# ---- block 1 ----
<file path="config.mk">
export PLATFORM = sky130hd
export DESIGN_NAME = ctrl_seq_unit
export DESIGN_NICKNAME = d
export VERILOG_FILES = /design/src/rtl/ctrl_seq_unit.sv
export SDC_FILE = /design/constraint.sdc
export NUM_CORES = 1
export LEC_CHECK = 0
export ABC_AREA = 1
export CORE_ASPECT_RATIO = 1.4
export CORE_UTILIZATION = 39
export CTS_CLUSTER_DIAMETER = 80
export DETAILED_ROUTE_END_ITERATION = 8
export MAX_ROUTING_LAYER = met4
export PLACE_DENSITY_LB_ADDON = 0.15
export REMOVE_ABC_BUFFERS = 1
export SYNTH_ARGS = -nofsm -noshare
export SYNTH_HDL_FRONTEND = slang
export SYNTH_SLANG_ARGS = --single-unit
</file>
<file path="constraint.sdc">
create_clock -name clk -period 3.39 [get_ports clk]
set_input_delay 1.017 -clock clk [delete_from_list [all_inputs] [get_ports clk]]
set_output_delay 1.017 -clock clk [all_outputs]
set_load 0.005 [all_outputs]
</file>
<file path="src/rtl/ctrl_seq_unit.sv">
`default_nettype none
// ============================================================================
// Module   : ctrl_seq_unit
// Brief    : Instruction control sequencer. It decodes single-cycle ops and
//            runs CALL/RET through the MEM and WB phases. Optional macro:
//            CTRL_SEQ_ILLEGAL_TRAP_EN (an illegal opcode halts the unit and
//            illegal_op stays set).
// Revision : 1.0 - initial release
// ============================================================================
module ctrl_seq_unit #(
    parameter int INSTR_W = 16,
    parameter int MEM_LAT = 1
) (
    input  logic               clk,
    input  logic               rst,
    input  logic               instr_valid,
    input  logic [INSTR_W-1:0] instr,
    output logic               instr_ready,
    input  logic               stall,
    input  logic               flush,
    output logic               ctrl_valid,
    output logic               data_reg,
    output logic               stack_reg,
    output logic               call,
    output logic               rtrn,
    output logic               branch,
    output logic               mem_to_reg,
    output logic               alu_src,
    output logic               sign_ext_sel,
    output logic               reg_rt_src,
    output logic               RegWrite,
    output logic               MemWrite,
    output logic               MemRead,
    output logic               load_half,
    output logic               half_spec,
    output logic [2:0]         alu_op,
    output logic               halted,
    output logic               illegal_op
);

    localparam logic [1:0] c_IDLE   = 2'd0;
    localparam logic [1:0] c_MEM    = 2'd1;
    localparam logic [1:0] c_WB     = 2'd2;
    localparam logic [1:0] c_HALTED = 2'd3;

    localparam logic [1:0] c_CNT_INIT = 2'(MEM_LAT - 1);

`ifdef CTRL_SEQ_ILLEGAL_TRAP_EN
    localparam logic c_TRAP_EN = 1'b1;
`else
    localparam logic c_TRAP_EN = 1'b0;
`endif

    // Bundle bit positions, MSB first in port order.
    localparam logic [13:0] c_B_DATA_REG   = 14'h2000;
    localparam logic [13:0] c_B_STACK_REG  = 14'h1000;
    localparam logic [13:0] c_B_CALL       = 14'h0800;
    localparam logic [13:0] c_B_RTRN       = 14'h0400;
    localparam logic [13:0] c_B_BRANCH     = 14'h0200;
    localparam logic [13:0] c_B_MEM_TO_REG = 14'h0100;
    localparam logic [13:0] c_B_ALU_SRC    = 14'h0080;
    localparam logic [13:0] c_B_SIGN_EXT   = 14'h0040;
    localparam logic [13:0] c_B_REG_RT_SRC = 14'h0020;
    localparam logic [13:0] c_B_REG_WRITE  = 14'h0010;
    localparam logic [13:0] c_B_MEM_WRITE  = 14'h0008;
    localparam logic [13:0] c_B_MEM_READ   = 14'h0004;
    localparam logic [13:0] c_B_LOAD_HALF  = 14'h0002;
    localparam logic [13:0] c_B_HALF_SPEC  = 14'h0001;

    logic [1:0]  r_state, w_nxt_state;
    logic [1:0]  r_cnt, w_nxt_cnt;
    logic        r_is_ret, w_nxt_is_ret;
    logic        r_valid, w_nxt_valid;
    logic [13:0] r_bundle, w_nxt_bundle;
    logic [2:0]  r_alu, w_nxt_alu;
    logic        r_halted, w_nxt_halted;
    logic        r_illegal, w_nxt_illegal;

    logic [3:0]  w_opcode;
    logic        w_all_ones;
    logic [13:0] w_dec_bundle;
    logic [2:0]  w_dec_alu;
    logic [13:0] w_mem_bundle;
    logic [13:0] w_wb_bundle;

    assign w_opcode   = instr[INSTR_W-1 -: 4];
    assign w_all_ones = &instr;

    assign instr_ready = (r_state == c_IDLE) & ~stall & ~r_halted & ~flush;

    assign w_mem_bundle = c_B_STACK_REG | (r_is_ret ? c_B_MEM_READ : c_B_MEM_WRITE);
    assign w_wb_bundle  = c_B_STACK_REG | c_B_REG_WRITE | (r_is_ret ? c_B_RTRN : c_B_CALL);

    always_comb begin
        w_dec_bundle = '0;
        w_dec_alu    = 3'b000;
        case (w_opcode)
            4'h0, 4'h1, 4'h2, 4'h3, 4'h5, 4'h6, 4'h7: begin
                w_dec_bundle = c_B_REG_WRITE;
                w_dec_alu    = w_opcode[2:0];
            end
            4'h4: begin
                w_dec_bundle = c_B_REG_WRITE | c_B_ALU_SRC;
                w_dec_alu    = w_opcode[2:0];
            end
            4'h8: w_dec_bundle = c_B_DATA_REG | c_B_MEM_TO_REG | c_B_ALU_SRC |
                                 c_B_SIGN_EXT | c_B_REG_WRITE | c_B_MEM_READ;
            4'h9: w_dec_bundle = c_B_DATA_REG | c_B_ALU_SRC | c_B_SIGN_EXT |
                                 c_B_REG_RT_SRC | c_B_MEM_WRITE;
            4'hA, 4'hB: begin
                w_dec_bundle = c_B_REG_RT_SRC | c_B_REG_WRITE | c_B_LOAD_HALF |
                               (w_opcode[0] ? c_B_HALF_SPEC : 14'h0000);
                w_dec_alu    = w_opcode[2:0];
            end
            4'hC: w_dec_bundle = c_B_BRANCH | c_B_SIGN_EXT;
            default: ;
        endcase
    end

    always_comb begin
        w_nxt_state   = r_state;
        w_nxt_cnt     = r_cnt;
        w_nxt_is_ret  = r_is_ret;
        w_nxt_valid   = r_valid;
        w_nxt_bundle  = r_bundle;
        w_nxt_alu     = r_alu;
        w_nxt_halted  = r_halted;
        w_nxt_illegal = r_illegal;

        // HALTED is terminal and ignores flush/stall; its first cycle is the
        // HALT (or trapped op) ctrl_valid cycle, after which the bundle clears.
        if (r_state == c_HALTED) begin
            w_nxt_valid  = 1'b0;
            w_nxt_bundle = '0;
            w_nxt_alu    = 3'b000;
            w_nxt_halted = 1'b1;
        end else if (flush) begin
            w_nxt_state   = c_IDLE;
            w_nxt_cnt     = 2'd0;
            w_nxt_valid   = 1'b0;
            w_nxt_bundle  = '0;
            w_nxt_alu     = 3'b000;
            w_nxt_illegal = 1'b0;
        end else if (!stall) begin
            case (r_state)
                c_IDLE: begin
                    w_nxt_valid   = 1'b0;
                    w_nxt_bundle  = '0;
                    w_nxt_alu     = 3'b000;
                    w_nxt_illegal = 1'b0;
                    if (instr_valid) begin
                        w_nxt_valid = 1'b1;
                        if (w_opcode == 4'hD || w_opcode == 4'hE) begin
                            w_nxt_state  = c_MEM;
                            w_nxt_cnt    = c_CNT_INIT;
                            w_nxt_is_ret = (w_opcode == 4'hE);
                            w_nxt_bundle = c_B_STACK_REG |
                                           ((w_opcode == 4'hE) ? c_B_MEM_READ : c_B_MEM_WRITE);
                        end else if (w_opcode == 4'hF) begin
                            if (w_all_ones) begin
                                w_nxt_state = c_HALTED;
                            end else begin
                                w_nxt_illegal = 1'b1;
                                if (c_TRAP_EN) w_nxt_state = c_HALTED;
                            end
                        end else begin
                            w_nxt_bundle = w_dec_bundle;
                            w_nxt_alu    = w_dec_alu;
                        end
                    end
                end
                c_MEM: begin
                    if (r_cnt == 2'd0) begin
                        w_nxt_state  = c_WB;
                        w_nxt_bundle = w_wb_bundle;
                    end else begin
                        w_nxt_cnt    = r_cnt - 2'd1;
                        w_nxt_bundle = w_mem_bundle;
                    end
                end
                default: begin
                    w_nxt_state  = c_IDLE;
                    w_nxt_valid  = 1'b0;
                    w_nxt_bundle = '0;
                    w_nxt_alu    = 3'b000;
                end
            endcase
        end
    end

    always_ff @(posedge clk or posedge rst) begin
        if (rst) begin
            r_state   <= c_IDLE;
            r_cnt     <= 2'd0;
            r_is_ret  <= 1'b0;
            r_valid   <= 1'b0;
            r_bundle  <= '0;
            r_alu     <= 3'b000;
            r_halted  <= 1'b0;
            r_illegal <= 1'b0;
        end else begin
            r_state   <= w_nxt_state;
            r_cnt     <= w_nxt_cnt;
            r_is_ret  <= w_nxt_is_ret;
            r_valid   <= w_nxt_valid;
            r_bundle  <= w_nxt_bundle;
            r_alu     <= w_nxt_alu;
            r_halted  <= w_nxt_halted;
            r_illegal <= w_nxt_illegal;
        end
    end

    assign ctrl_valid = r_valid;
    assign {data_reg, stack_reg, call, rtrn, branch, mem_to_reg, alu_src,
            sign_ext_sel, reg_rt_src, RegWrite, MemWrite, MemRead,
            load_half, half_spec} = r_bundle;
    assign alu_op     = r_alu;
    assign halted     = r_halted;
    assign illegal_op = r_illegal;

endmodule
`default_nettype wire

</file>
# ---- block 2 ----
--- config.mk ---
export PLATFORM = sky130hd
export DESIGN_NAME = fir_mac_ctrl
export DESIGN_NICKNAME = d
export VERILOG_FILES = /design/src/rtl/fir_ctrl_pkg.sv /design/src/rtl/fir_tap_counter.sv /design/src/rtl/fir_mac_ctrl.sv
export SDC_FILE = /design/constraint.sdc
export NUM_CORES = 1
export LEC_CHECK = 0
export ABC_CLOCK_PERIOD_IN_PS = 3100
export CORE_MARGIN = 1
export CORE_UTILIZATION = 55
export DETAILED_ROUTE_END_ITERATION = 16
export DONT_BUFFER_PORTS = 1
export HOLD_SLACK_MARGIN = 0.02
export PLACE_DENSITY = 0.7
export SYNTH_ARGS = -nofsm -noshare
export SYNTH_HDL_FRONTEND = slang
export SYNTH_HIERARCHICAL = 1
export SYNTH_SLANG_ARGS = --single-unit
--- constraint.sdc ---
create_clock -name iClk12M -period 3.1 [get_ports iClk12M]
set_input_delay 0.465 -clock iClk12M [delete_from_list [all_inputs] [get_ports iClk12M]]
set_output_delay 0.465 -clock iClk12M [all_outputs]
set_load 0.02 [all_outputs]
--- src/rtl/fir_ctrl_pkg.sv ---
// fir_ctrl_pkg
// Shared types and helpers for the banked FIR MAC controller.
//   state_e    : sequencer states
//   BANK_W     : bank-select width for the default 4-bank configuration
//   DEPTH      : bank depth for the default 16-word configuration
//   calc_taps  : per-bank tap count T from a total coefficient count
package fir_ctrl_pkg;

    localparam int DEF_NUM_BANK = 4;
    localparam int DEF_ADDR_W   = 4;
    localparam int BANK_W       = $clog2(DEF_NUM_BANK);
    localparam int DEPTH        = 1 << DEF_ADDR_W;

    typedef enum logic [2:0] {
        S_IDLE,
        S_COEFFWR,
        S_WREND,
        S_LOOP,
        S_FLUSH,
        S_SUM,
        S_OUTPUT
    } state_e;

    // T = ceil(num_coeff / num_bank), kept inside 1..depth so a sweep
    // always reads at least one word and never runs past the bank end.
    function automatic int calc_taps(input int num_coeff, input int num_bank,
                                     input int depth);
        int t;
        t = (num_coeff + num_bank - 1) / num_bank;
        if (t < 1)     t = 1;
        if (t > depth) t = depth;
        return t;
    endfunction

endpackage

--- src/rtl/fir_tap_counter.sv ---
// fir_tap_counter
// Up-counter for the common coefficient read address with a loadable
// terminal value (T-1).
//   iClk12M, iRsn : clock, async active-low reset
//   load_i        : capture last_i as the terminal value
//   last_i        : terminal value T-1
//   clr_i         : return the count to 0 (priority over en_i)
//   en_i          : increment
//   cnt_o         : current count / read address
//   tc_o          : count equals terminal value
module fir_tap_counter
    import fir_ctrl_pkg::*;
#(
    parameter int W = DEF_ADDR_W
) (
    input  logic         iClk12M,
    input  logic         iRsn,
    input  logic         load_i,
    input  logic [W-1:0] last_i,
    input  logic         clr_i,
    input  logic         en_i,
    output logic [W-1:0] cnt_o,
    output logic         tc_o
);

    logic [W-1:0] cnt_q, cnt_d;
    logic [W-1:0] last_q, last_d;

    always_comb begin
        cnt_d  = cnt_q;
        last_d = last_q;
        if (clr_i)     cnt_d = '0;
        else if (en_i) cnt_d = cnt_q + 1'b1;
        if (load_i)    last_d = last_i;
    end

    // last_q resets to 0, i.e. T=1.
    always_ff @(posedge iClk12M or negedge iRsn) begin
        if (!iRsn) begin
            cnt_q  <= '0;
            last_q <= '0;
        end else begin
            cnt_q  <= cnt_d;
            last_q <= last_d;
        end
    end

    assign cnt_o = cnt_q;
    assign tc_o  = (cnt_q == last_q);

endmodule

--- src/rtl/fir_mac_ctrl.sv ---
// fir_mac_ctrl
// Control sequencer for the banked FIR datapath: coefficient write
// routing, per-sample parallel read sweep, MAC enables, flush, bank sum
// and output strobe, with busy status and sticky overrun detection.
//   iClk12M, iRsn      : clock, async active-low reset
//   iEnSample          : new-sample strobe
//   iCoeffUpdateFlag   : coefficient write window
//   iAddrRam/iWrDtRam  : write address {word, bank} and data
//   iNumOfCoeff        : total tap count
//   iClrOvr            : clear oOverrun
//   oCsnRam/oWrnRam    : per-bank chip select (low) / write (high)
//   oAddrRam/oWrDtRam  : per-bank address / write data
//   oEnDelay..oEnSum   : datapath enables
//   oValid, oBusy      : output strobe, processing status
//   oOverrun           : sticky dropped-sample flag
//
// state     | meaning
// ----------+---------------------------------------------
// S_IDLE    | waiting for a sample or coefficient update
// S_COEFFWR | one coefficient write per cycle
// S_WREND   | update finished, waiting like IDLE
// S_LOOP    | parallel read sweep k = 0..T-1
// S_FLUSH   | drain MAC pipeline (MAC_LAT cycles)
// S_SUM     | cross-bank sum
// S_OUTPUT  | output strobe, address back to 0
module fir_mac_ctrl
    import fir_ctrl_pkg::*;
#(
    parameter int  NUM_BANK = DEF_NUM_BANK,
    parameter int  ADDR_W   = DEF_ADDR_W,
    parameter int  DATA_W   = 16,
    parameter int  MAC_LAT  = 1,
    localparam int BW       = $clog2(NUM_BANK),
    parameter int  CNT_W    = BW + ADDR_W + 1
) (
    input  logic                       iClk12M,
    input  logic                       iRsn,
    input  logic                       iEnSample,
    input  logic                       iCoeffUpdateFlag,
    input  logic [BW+ADDR_W-1:0]       iAddrRam,
    input  logic [DATA_W-1:0]          iWrDtRam,
    input  logic [CNT_W-1:0]           iNumOfCoeff,
    input  logic                       iClrOvr,
    output logic [NUM_BANK-1:0]        oCsnRam,
    output logic [NUM_BANK-1:0]        oWrnRam,
    output logic [NUM_BANK*ADDR_W-1:0] oAddrRam,
    output logic [NUM_BANK*DATA_W-1:0] oWrDtRam,
    output logic                       oEnDelay,
    output logic                       oEnMul,
    output logic                       oEnAcc,
    output logic                       oEnAdd,
    output logic                       oEnSum,
    output logic                       oValid,
    output logic                       oBusy,
    output logic                       oOverrun
);

    localparam int FL_W = (MAC_LAT > 1) ? $clog2(MAC_LAT) : 1;

    state_e            state_q, state_d;
    logic [FL_W-1:0]   flush_q, flush_d;
    logic              ovr_q, ovr_d;

    logic              tap_load, tap_clr, tap_en, tap_tc;
    logic [ADDR_W-1:0] tap_last, tap_cnt;

    logic              waiting, busy, ovr_set;
    logic [BW-1:0]     wr_bank;
    logic [ADDR_W-1:0] wr_word;

    assign wr_bank  = iAddrRam[BW-1:0];
    assign wr_word  = iAddrRam[BW +: ADDR_W];
    assign tap_last = ADDR_W'(calc_taps(int'(iNumOfCoeff), NUM_BANK, 1 << ADDR_W) - 1);

    assign waiting = (state_q == S_IDLE) || (state_q == S_WREND);
    assign busy    = (state_q == S_LOOP) || (state_q == S_FLUSH) ||
                     (state_q == S_SUM)  || (state_q == S_OUTPUT);

    fir_tap_counter #(.W(ADDR_W)) u_tap_cnt (
        .iClk12M (iClk12M),
        .iRsn    (iRsn),
        .load_i  (tap_load),
        .last_i  (tap_last),
        .clr_i   (tap_clr),
        .en_i    (tap_en),
        .cnt_o   (tap_cnt),
        .tc_o    (tap_tc)
    );

    // Next state, counter controls and overrun.
    always_comb begin
        state_d  = state_q;
        flush_d  = flush_q;
        tap_load = 1'b0;
        tap_clr  = 1'b0;
        tap_en   = 1'b0;
        unique case (state_q)
            S_IDLE, S_WREND: begin
                if (iCoeffUpdateFlag) begin
                    state_d  = S_COEFFWR;
                    tap_load = 1'b1;
                end else if (iEnSample) begin
                    state_d = S_LOOP;
                end
            end
            S_COEFFWR: if (!iCoeffUpdateFlag) state_d = S_WREND;
            S_LOOP: begin
                // Hold at T-1 on the last tap so the address only wraps at OUTPUT.
                if (tap_tc) begin
                    state_d = S_FLUSH;
                    flush_d = FL_W'(MAC_LAT - 1);
                end else begin
                    tap_en = 1'b1;
                end
            end
            S_FLUSH: begin
                if (flush_q == '0) state_d = S_SUM;
                else               flush_d = flush_q - 1'b1;
            end
            S_SUM: state_d = S_OUTPUT;
            S_OUTPUT: begin
                state_d = S_IDLE;
                tap_clr = 1'b1;
            end
            default: state_d = S_IDLE;
        endcase

        ovr_set = iEnSample && (busy || (waiting && iCoeffUpdateFlag));
        if (ovr_set)      ovr_d = 1'b1;
        else if (iClrOvr) ovr_d = 1'b0;
        else              ovr_d = ovr_q;
    end

    always_ff @(posedge iClk12M or negedge iRsn) begin
        if (!iRsn) begin
            state_q <= S_IDLE;
            flush_q <= '0;
            ovr_q   <= 1'b0;
        end else begin
            state_q <= state_d;
            flush_q <= flush_d;
            ovr_q   <= ovr_d;
        end
    end

    // Outputs: state-decoded, except the write path passes inputs through
    // and oEnDelay follows the accepted strobe.
    always_comb begin
        oCsnRam  = '1;
        oWrnRam  = '0;
        oWrDtRam = '0;
        for (int b = 0; b < NUM_BANK; b++) oAddrRam[b*ADDR_W +: ADDR_W] = tap_cnt;
        oEnDelay = waiting && !iCoeffUpdateFlag && iEnSample;
        oEnMul   = (state_q == S_LOOP) || (state_q == S_FLUSH);
        oEnAcc   = oEnMul;
        oEnAdd   = (state_q == S_LOOP) && (tap_cnt == '0);
        oEnSum   = (state_q == S_SUM);
        oValid   = (state_q == S_OUTPUT);
        oBusy    = busy;
        oOverrun = ovr_q;
        if (state_q == S_COEFFWR) begin
            for (int b = 0; b < NUM_BANK; b++) begin
                if (wr_bank == BW'(b)) begin
                    oCsnRam[b]                   = 1'b0;
                    oWrnRam[b]                   = 1'b1;
                    oAddrRam[b*ADDR_W +: ADDR_W] = wr_word;
                    oWrDtRam[b*DATA_W +: DATA_W] = iWrDtRam;
                end
            end
        end else if (state_q == S_LOOP) begin
            oCsnRam = '0;
        end
    end

endmodule

# ---- block 3 ----
## src/rtl/enybul_app_pkg.sv

```systemverilog
// Shared tank definitions: facing codes, arena bounds, bullet FSM states and
// small position helpers. The tank controllers use the same direction codes
// and arena bounds.
package enybul_app_pkg;

  // Facing codes as driven on tank_dir_out
  localparam logic [1:0] DIR_UP    = 2'b00;  // y-1
  localparam logic [1:0] DIR_DOWN  = 2'b01;  // y+1
  localparam logic [1:0] DIR_LEFT  = 2'b10;  // x-1
  localparam logic [1:0] DIR_RIGHT = 2'b11;  // x+1

  // Arena bounds (inclusive last column / row)
  localparam int unsigned ARENA_X_MAX = 16;
  localparam int unsigned ARENA_Y_MAX = 20;

  typedef logic [4:0] coord_t;

  typedef struct packed {
    coord_t x;
    coord_t y;
  } pos_t;

  typedef enum logic [1:0] {
    ST_IDLE = 2'b00,
    ST_FLY  = 2'b01,
    ST_COOL = 2'b10
  } bul_state_t;

  // True when one more step in dir would leave the arena.
  function automatic logic at_edge(pos_t p, logic [1:0] dir, coord_t xm, coord_t ym);
    logic r;
    case (dir)
      DIR_UP:   r = (p.y == '0);
      DIR_DOWN: r = (p.y == ym);
      DIR_LEFT: r = (p.x == '0);
      default:  r = (p.x == xm);
    endcase
    return r;
  endfunction

  // One grid cell in dir; callers guarantee the move stays inside the arena.
  function automatic pos_t move_one(pos_t p, logic [1:0] dir);
    pos_t n;
    n = p;
    case (dir)
      DIR_UP:   n.y = p.y - 5'd1;
      DIR_DOWN: n.y = p.y + 5'd1;
      DIR_LEFT: n.x = p.x - 5'd1;
      default:  n.x = p.x + 5'd1;
    endcase
    return n;
  endfunction

endpackage

```

## src/rtl/enybul_app_if.sv

```systemverilog
// Tank-controller / display side bundle of the enemy bullet engine.
//   master : tank controller + display (drives fire/positions, reads bullet)
//   slave  : bullet engine
//   enybul_state, tank_state          fire request, owning tank alive
//   enytank_xpos/ypos, tank_dir_out   launching tank position and facing
//   mytank_xpos/ypos                  player tank position
//   enybul_state_feedback             bullet busy (FLY or COOL)
//   enybul_vis, enybul_x, enybul_y    bullet drawing data
//   mytank_hit                        one-clk pulse on player hit
interface enybul_app_if;
  import enybul_app_pkg::*;

  logic       enybul_state;
  logic       tank_state;
  coord_t     enytank_xpos;
  coord_t     enytank_ypos;
  logic [1:0] tank_dir_out;
  coord_t     mytank_xpos;
  coord_t     mytank_ypos;
  logic       enybul_state_feedback;
  logic       enybul_vis;
  coord_t     enybul_x;
  coord_t     enybul_y;
  logic       mytank_hit;

  modport master (
    output enybul_state, tank_state, enytank_xpos, enytank_ypos, tank_dir_out,
           mytank_xpos, mytank_ypos,
    input  enybul_state_feedback, enybul_vis, enybul_x, enybul_y, mytank_hit
  );

  modport slave (
    input  enybul_state, tank_state, enytank_xpos, enytank_ypos, tank_dir_out,
           mytank_xpos, mytank_ypos,
    output enybul_state_feedback, enybul_vis, enybul_x, enybul_y, mytank_hit
  );

endinterface

```

## src/rtl/enybul_app_step_sync.sv

```systemverilog
// Brings a slow square wave (used as data) into the clk domain through
// SYNC_STAGES flops (must be >= 2) and emits a one-clk pulse on each rising
// edge of the synchronised level.
//   clk, rst : system clock, asynchronous active-high reset
//   din      : slow asynchronous level (e.g. clk_8Hz)
//   step     : one-clk pulse per rising edge of din
module enybul_app_step_sync #(
  parameter int unsigned SYNC_STAGES = 2
) (
  input  logic clk,
  input  logic rst,
  input  logic din,
  output logic step
);

  logic [SYNC_STAGES-1:0] sync_q;
  logic                   prev_q;

  always_ff @(posedge clk or posedge rst) begin
    if (rst) begin
      sync_q <= '0;
      prev_q <= 1'b0;
    end else begin
      sync_q <= {sync_q[SYNC_STAGES-2:0], din};
      prev_q <= sync_q[SYNC_STAGES-1];
    end
  end

  assign step = sync_q[SYNC_STAGES-1] & ~prev_q;

endmodule

```

## src/rtl/enybul_app.sv

```systemverilog
// Enemy-tank bullet engine. Launches one bullet from the enemy tank on a fire
// request, moves it one cell per 8 Hz step, retires it at the arena edge or
// on striking the player tank, then holds busy for COOL_TICKS steps.
//   clk, rst  : system clock, asynchronous active-high reset
//   clk_8Hz   : 8 Hz square wave, sampled as data
//   bus       : enybul_app_if.slave (fire/positions in, bullet state out)
module enybul_app
  import enybul_app_pkg::*;
#(
  parameter int unsigned X_MAX       = ARENA_X_MAX,
  parameter int unsigned Y_MAX       = ARENA_Y_MAX,
  parameter int unsigned COOL_TICKS  = 2,
  parameter int unsigned SYNC_STAGES = 2
) (
  input  logic         clk,
  input  logic         rst,
  input  logic         clk_8Hz,
  enybul_app_if.slave  bus
);

  localparam int unsigned CNT_W = (COOL_TICKS < 1) ? 1 : $clog2(COOL_TICKS + 1);
  localparam logic [CNT_W-1:0] COOL_INIT = CNT_W'(COOL_TICKS);
  localparam coord_t XM = coord_t'(X_MAX);
  localparam coord_t YM = coord_t'(Y_MAX);

  bul_state_t       state_q;
  logic [1:0]       dir_q;
  pos_t             pos_q;
  logic [CNT_W-1:0] cnt_q;
  logic             fb_q;
  logic             vis_q;
  logic             hit_q;

  logic step;
  logic edge_now;
  pos_t cand;
  logic hit_now;

  enybul_app_step_sync #(
    .SYNC_STAGES (SYNC_STAGES)
  ) u_step_sync (
    .clk  (clk),
    .rst  (rst),
    .din  (clk_8Hz),
    .step (step)
  );

  // Candidate cell for this clk: moved on a step not blocked by the edge,
  // otherwise the current cell. Checking the current cell on non-step clks
  // covers both the launch-cell overlap and a player walking onto a
  // stationary bullet.
  always_comb begin
    edge_now = at_edge(pos_q, dir_q, XM, YM);
    cand     = pos_q;
    if (step && !edge_now) begin
      cand = move_one(pos_q, dir_q);
    end
    hit_now = !(step && edge_now) &&
              (cand == pos_t'{x: bus.mytank_xpos, y: bus.mytank_ypos});
  end

  always_ff @(posedge clk or posedge rst) begin
    if (rst) begin
      state_q <= ST_IDLE;
      dir_q   <= DIR_UP;
      pos_q   <= '0;
      cnt_q   <= '0;
      fb_q    <= 1'b0;
      vis_q   <= 1'b0;
      hit_q   <= 1'b0;
    end else begin
      hit_q <= 1'b0;
      case (state_q)
        ST_IDLE: begin
          if (bus.enybul_state && bus.tank_state) begin
            state_q <= ST_FLY;
            pos_q   <= pos_t'{x: bus.enytank_xpos, y: bus.enytank_ypos};
            dir_q   <= bus.tank_dir_out;
            fb_q    <= 1'b1;
            vis_q   <= 1'b1;
          end
        end

        ST_FLY: begin
          pos_q <= cand;
          if (hit_now || (step && edge_now)) begin
            hit_q <= hit_now;
            vis_q <= 1'b0;
            if (COOL_TICKS == 0) begin
              state_q <= ST_IDLE;
              fb_q    <= 1'b0;
            end else begin
              state_q <= ST_COOL;
              cnt_q   <= COOL_INIT;
            end
          end
        end

        ST_COOL: begin
          if (step) begin
            if (cnt_q <= CNT_W'(1)) begin
              state_q <= ST_IDLE;
              cnt_q   <= '0;
              fb_q    <= 1'b0;
            end else begin
              cnt_q <= cnt_q - CNT_W'(1);
            end
          end
        end

        default: begin
          state_q <= ST_IDLE;
          fb_q    <= 1'b0;
          vis_q   <= 1'b0;
        end
      endcase
    end
  end

  assign bus.enybul_state_feedback = fb_q;
  assign bus.enybul_vis            = vis_q;
  assign bus.enybul_x              = pos_q.x;
  assign bus.enybul_y              = pos_q.y;
  assign bus.mytank_hit            = hit_q;

endmodule

```

## src/flat_wrapper.sv

```systemverilog
// flat-port wrapper written by rule: the top's interface ports become plain ports
module enybul_app_flat import enybul_app_pkg::*;
#(
  parameter int unsigned X_MAX       = ARENA_X_MAX,
  parameter int unsigned Y_MAX       = ARENA_Y_MAX,
  parameter int unsigned COOL_TICKS  = 2,
  parameter int unsigned SYNC_STAGES = 2
)
  (clk, rst, clk_8Hz, bus_enybul_state, bus_tank_state, bus_enytank_xpos, bus_enytank_ypos, bus_tank_dir_out, bus_mytank_xpos, bus_mytank_ypos, bus_enybul_state_feedback, bus_enybul_vis, bus_enybul_x, bus_enybul_y, bus_mytank_hit);
  enybul_app_if bus_i ();
  input  logic clk;
  input  logic rst;
  input  logic clk_8Hz;
  input wire logic [$bits(bus_i.enybul_state)-1:0] bus_enybul_state;
  input wire logic [$bits(bus_i.tank_state)-1:0] bus_tank_state;
  input wire logic [$bits(bus_i.enytank_xpos)-1:0] bus_enytank_xpos;
  input wire logic [$bits(bus_i.enytank_ypos)-1:0] bus_enytank_ypos;
  input wire logic [$bits(bus_i.tank_dir_out)-1:0] bus_tank_dir_out;
  input wire logic [$bits(bus_i.mytank_xpos)-1:0] bus_mytank_xpos;
  input wire logic [$bits(bus_i.mytank_ypos)-1:0] bus_mytank_ypos;
  output wire logic [$bits(bus_i.enybul_state_feedback)-1:0] bus_enybul_state_feedback;
  output wire logic [$bits(bus_i.enybul_vis)-1:0] bus_enybul_vis;
  output wire logic [$bits(bus_i.enybul_x)-1:0] bus_enybul_x;
  output wire logic [$bits(bus_i.enybul_y)-1:0] bus_enybul_y;
  output wire logic [$bits(bus_i.mytank_hit)-1:0] bus_mytank_hit;
  assign bus_i.enybul_state = bus_enybul_state;
  assign bus_i.tank_state = bus_tank_state;
  assign bus_i.enytank_xpos = bus_enytank_xpos;
  assign bus_i.enytank_ypos = bus_enytank_ypos;
  assign bus_i.tank_dir_out = bus_tank_dir_out;
  assign bus_i.mytank_xpos = bus_mytank_xpos;
  assign bus_i.mytank_ypos = bus_mytank_ypos;
  assign bus_enybul_state_feedback = bus_i.enybul_state_feedback;
  assign bus_enybul_vis = bus_i.enybul_vis;
  assign bus_enybul_x = bus_i.enybul_x;
  assign bus_enybul_y = bus_i.enybul_y;
  assign bus_mytank_hit = bus_i.mytank_hit;
  enybul_app #(.X_MAX(X_MAX), .Y_MAX(Y_MAX), .COOL_TICKS(COOL_TICKS), .SYNC_STAGES(SYNC_STAGES)) u_core (.clk(clk), .rst(rst), .clk_8Hz(clk_8Hz), .bus(bus_i));
endmodule
```

## config.mk

```make
export PLATFORM = sky130hd
export DESIGN_NAME = enybul_app_flat
export DESIGN_NICKNAME = d
export VERILOG_FILES = /design/src/rtl/enybul_app_pkg.sv /design/src/rtl/enybul_app_if.sv /design/src/rtl/enybul_app_step_sync.sv /design/src/rtl/enybul_app.sv /design/src/flat_wrapper.sv
export SDC_FILE = /design/constraint.sdc
export NUM_CORES = 1
export LEC_CHECK = 0
export ABC_CLOCK_PERIOD_IN_PS = 3300
export CAP_MARGIN = 20
export CORE_UTILIZATION = 49
export CTS_CLUSTER_DIAMETER = 60
export CTS_CLUSTER_SIZE = 28
export DETAILED_ROUTE_END_ITERATION = 7
export HOLD_SLACK_MARGIN = 0.02
export MAX_ROUTING_LAYER = met4
export PLACE_DENSITY = 0.8
export SLEW_MARGIN = 20
export SYNTH_ARGS = -nofsm -noshare
export SYNTH_HDL_FRONTEND = slang
export SYNTH_SLANG_ARGS = --single-unit
export TNS_END_PERCENT = 20
```

## constraint.sdc

```tcl
create_clock -name clk -period 3.3 [get_ports clk]
set_clock_uncertainty 0.05 [all_clocks]
set_input_delay 0.33 -clock clk [delete_from_list [all_inputs] [get_ports clk]]
set_output_delay 0.33 -clock clk [all_outputs]
set_load 0.05 [all_outputs]
```

Fig. 1: block 1, cell placement
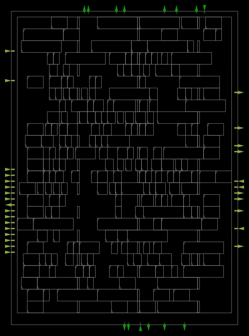
sequential cells: 25
# Taps: 40

==> results.tsv, block 1 <==
stage	metric	value	unit
critical_path	required	2.37	ns
clocking	cts_buffer_depth	2	
sta	worst_slew_pin_slew	0.474	ns
detailed_routing	drc	0	
synthesis	numSynthFlops	25	
clocking	clk_pin_slew	0.08	ns
cells_and_area	n_fill_cell	341	
outcome	status	finished, final reports clean	
detailed_routing	met3_length	125	um
critical_path	crit_start	flush	
synthesis	top_cell	nand2_1	
floorplanning	io_pins	42	
cells_and_area	syn2layout_area_growth	38.2	%
sta	fin_crit_sh	97.0	%
synthesis	synthDominantCellAreaShare	45.8	%
cells_and_area	sh_comb_area	32.3	%
cells_and_area	final-clk-cell-share	2.39	%
sta	final_hold_viol_count	0	
cells_and_area	buffer_area_share	23.7	%
synthesis	synth_seq_share	45.8	%
critical_path	cp_num_cells	5	
cells_and_area	num-nets-final	256	
critical_path	endpoint	instr_ready	
critical_path	r2r_start	r_state[1]$_DFFE_PP0P_	
critical_path	reg2reg_to	r_bundle[8]$_DFFE_PP0P_	
cells_and_area	num-multi-input-gates	129	
grt	grt_pass1_vias	1383	
## block 1: per-stage QoR
step / instances / setup slack (ns) / cell area, um2
floorplan: 183 / 1.01 / 1350
global placement: 269 / 0.0948 / 1840
detailed placement: 269 / 0.0808 / 1840
CTS: 273 / 0.0788 / 1890
global route: 273 / 0.0191 / 1890
finish: 273 / 0.102 / 1890
## block 1: logic make-up (layout without fill, tap and decap cells)
group / count (synthesis) / after routing / share of synthesized area [%]
adder cells (fa/ha/maj): 1 / 1 / 0.916
buffers and inverters: 32 / 79 / 9.52
flip-flops: 25 / 25 / 45.8
AND/OR/NAND/NOR: 95 / 95 / 30.1
AND-OR/OR-AND: 33 / 33 / 13.6
## block 1: report_power, final
| group | internal, mW | leakage (nW) | switching, mW | total (mW) |
|---|---|---|---|---|
| clock | 0.0839 | 0.0228 | 0.0898 | 0.174 |
| combinational | 0.135 | 0.536 | 0.187 | 0.322 |
| sequential | 0.340 | 0.339 | 0.0343 | 0.375 |
| total | 0.559 | 0.898 | 0.311 | 0.870 |
## block 1: sequential cells by signal, indices dropped and copies added, names as in the netlist
signal	flops
r_bundle	14
halted	1
r_state	2
ctrl_valid	1
illegal_op	1
r_cnt	2
r_is_ret	1
alu_op	3
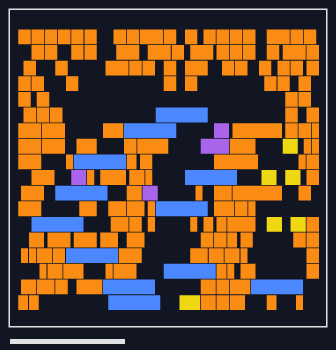
Fig. 2. Placed cells, one color a class (block 2).
The bar under the picture is 20 um long.
- remaining buffers and delay cells: yellow (cells 6; share of their area 3.1%)
- registers: blue (cells 12; share of their area 19%)
- remaining logic cells: orange (cells 156; share of their area 75%)
- clock drivers and dummy loads: purple (cells 4; share of their area 2.3%)
Row Count: 18
fraction of area in registers: 19.0%
final cell utilization of the core: 61.6%

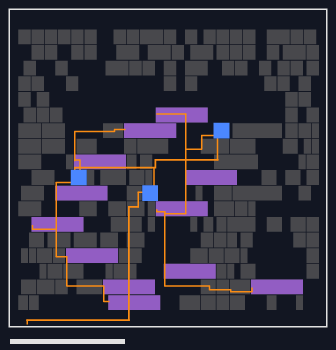
Fig. 3. Routed clock nets over the placement (block 2).
The bar under the picture is 20 um long.
- flip-flops: purple (count 12)
- clock-net drivers: blue (count 3)
- clock wires: orange (length 204 um)
- routed clock nets: 4
Clock Skew: 0.00457 ns
Clk pwr share: 8.4%
power in the clock group: 0.127 mW
clk latency late pin: 0.28 ns

==> results.tsv, block 2 <==
stage	metric	value	unit
outcome	status	finished, final reports clean	
synthesis	yosys_warnings	6	
pwr	power	1.51	mW
synthesis	ys_sh_xor	3.97	%
critical_path	cp_top_family	simple AND/OR/NAND/NOR gates	
detailed_routing	topRoutingLayerUsed	met4	
cells_and_area	num-multi-input-gates	152	
floorplanning	core	2570	um2
sta	period_minus_slack	2.72	ns
grt	grt_pass1_vias	995	
detailed_routing	met1Wirelength	1460	um
sta	worst_slew_pin_slew	0.883	ns
critical_path	critPathLaunchType	flip-flop	
grt	grt_util_met1	26.5	%
synthesis	yosys.area_share.aoi	6.48	%
pwr	cellPowerDensity	953	nW/um2
sta	final_hold_viol_count	0	
synthesis	mux_share	18.2	%
detailed_routing	via_per_inst	6.22	
detailed_routing	postRouteAntennaNets	0	
clocking	cts_resized	0	
grt	grt_start_max_net_pins	23	
floorplanning	die_h	55.0	um
synthesis	synthSimpleGateAreaFrac	43.9	%
detailed_routing	drt-total-wl	3480	um
cells_and_area	layout.area.comb	1140	um2
critical_path	arrival	2.26	ns
critical_path	crit_buf_inv	1	
cells_and_area	n_clock_buffer	4	
sta	whs	0.283	ns
place	dp_hpwl	2700	um
cells_and_area	buffer_area_share	3.01	%
[block 2: where the power goes]
group / switching (mW) / internal (mW) / total [mW]
Clock: 0.0551 / 0.0715 / 0.127
Sequential: 0.146 / 0.233 / 0.379
Combinational: 0.642 / 0.359 / 1.00
[block 2: kinds of logic after synthesis]
kind of cell             Yosys count
AND-OR/OR-AND                     15
XOR/XNOR                           7
adder cells (fa/ha/maj)            2
buffers and inverters             17
flip-flops                        12
multiplexers                      25
AND/OR/NAND/NOR                  103
[block 2: synth_stat cells (all sizes together)]
library cell / n
or4: 1
mux2: 21
and2: 64
and4bb: 1
a21o: 1
o31ai: 2
dfrtp: 12
nor2b: 4
nor3: 1
nand2: 1
a21oi: 1
o211ai: 1
nand4: 2
clkbuf: 3
o21ai: 5
a21bo: 1
nand3: 1
buf: 10
a21boi: 2
inv: 4
nor3b: 2
xor2: 4
o2bb2ai: 1
o22ai: 1
xnor2: 3
and3b: 1
ha: 2
nor4: 2
nand3b: 3
or2: 1
nor2: 14
mux2i: 4
nor4b: 2
nand2b: 3
[block 2: registers in the layout, indices dropped and copies added (netlist names)]
name,cells
u_tap_cnt/last_q,4
u_tap_cnt/cnt_o,4
oOverrun,1
state_q,3
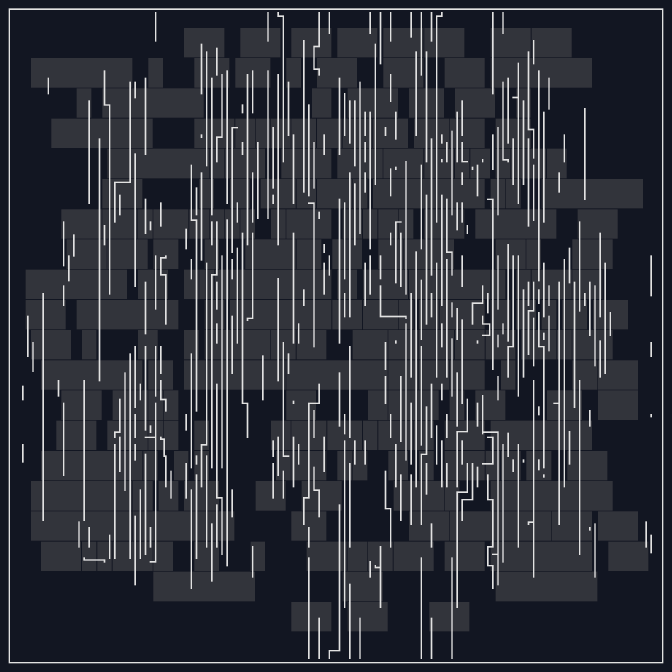
Fig. 4. Metal 2 (block 3).
Cells faint in the background.
- wire length on this layer: 1890 um
- main direction: vertical
routed wire length: 3900 um
met2 Use GR: 41.5%

==> results.tsv, block 3 <==
stage	metric	value	unit
outcome	status	finished, final reports clean	
synthesis	synth_seq_share	34.9	%
floorplanning	die_x	58.7	um
synthesis	syn_area	1580	um2
synthesis	ys.flop_type	dfrtp_1	
place	gp_congestion	0.878	
critical_path	required	3.46	ns
pwr	power	2.05	mW
synthesis	edf_count	0	
floorplanning	die_area	3450	um2
critical_path	arrival	3.22	ns
floorplanning	io_pins	40	
critical_path	crit_start	u_core.dir_q[1]$_DFFE_PP0P_	
critical_path	reg2reg_slack	0.24	ns
synthesis	syn_nets	211	
synthesis	ys_chip_area	1580	um2
grt	grt_util_met1	34.0	%
cells_and_area	layout_top_cell	clkdlybuf4s50_1	
cells_and_area	n_clock_buffer	3	
min_path	min_from	u_core.u_step_sync.sync_q[0]$_DFF_PP0_	
grt	groute.usage.overall	25.9	%
critical_path	crit_buf_inv	0	
cells_and_area	finish.utilization	67.5	%
## block 3: cell families after synthesis
| group | share of synthesized area (%) |
|---|---|
| simple gates | 19.9 |
| xor+xnor | 9.45 |
| buf+inv | 4.37 |
| compound gates | 21.3 |
| mux | 2.70 |
| flops | 34.9 |
| fa+ha+maj | 7.31 |
## block 3: cells in the mapped netlist (all sizes together) (2+ instances only)
library cell / count
a21oi: 10
or3: 2
dfrtp: 22
mux2i: 2
mux2: 2
a211oi: 2
nand3: 4
a21o: 3
a221o: 5
nand2b: 4
or4: 3
nor3b: 2
xor2: 9
a221oi: 2
clkbuf: 2
ha: 6
nor3: 4
o21ai: 9
buf: 2
xnor2: 8
fa: 2
nor2b: 3
o21bai: 2
inv: 12
nand2: 21
nor2: 19
## block 3: where the power goes
part | switching, mW | total [mW] | internal (mW) | leakage, nW
Combinational | 0.795 | 1.34 | 0.540 | 0.618
Clock | 0.0873 | 0.210 | 0.123 | 0.0279
Sequential | 0.142 | 0.508 | 0.366 | 0.266
Total | 1.02 | 2.05 | 1.03 | 0.913
## block 3: per-layer routing
layer  vias to the layer above  share of wire (%)
met2                        51                 49
li1                        710                  -
met4                         0               0.67
met5                         -                  0
met1                       694                 45
met3                         2                6.0


==> notes/layouts.md <==
Pictures saved along the way, in no particular order.

Selected gate families.
(a)
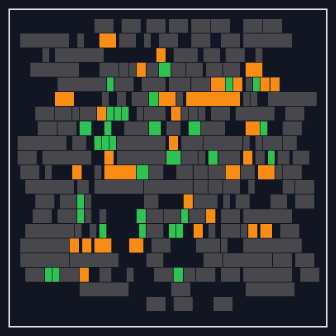
(b)
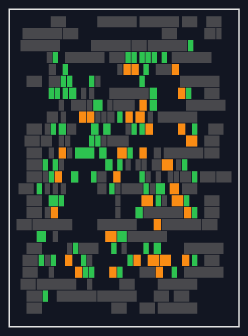
(c)
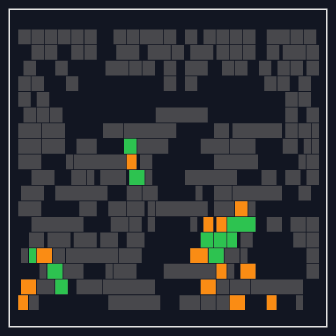
| picture | from |
|---|---|
| (c) | block 2 |
| (a) | block 3 |
| (b) | block 1 |

Key to (b):
- aoi and oai cells: orange (cells 33)
- nand cells: green (cells 71)

Power figures rest on the tool's default switching activity, not on a simulated workload.
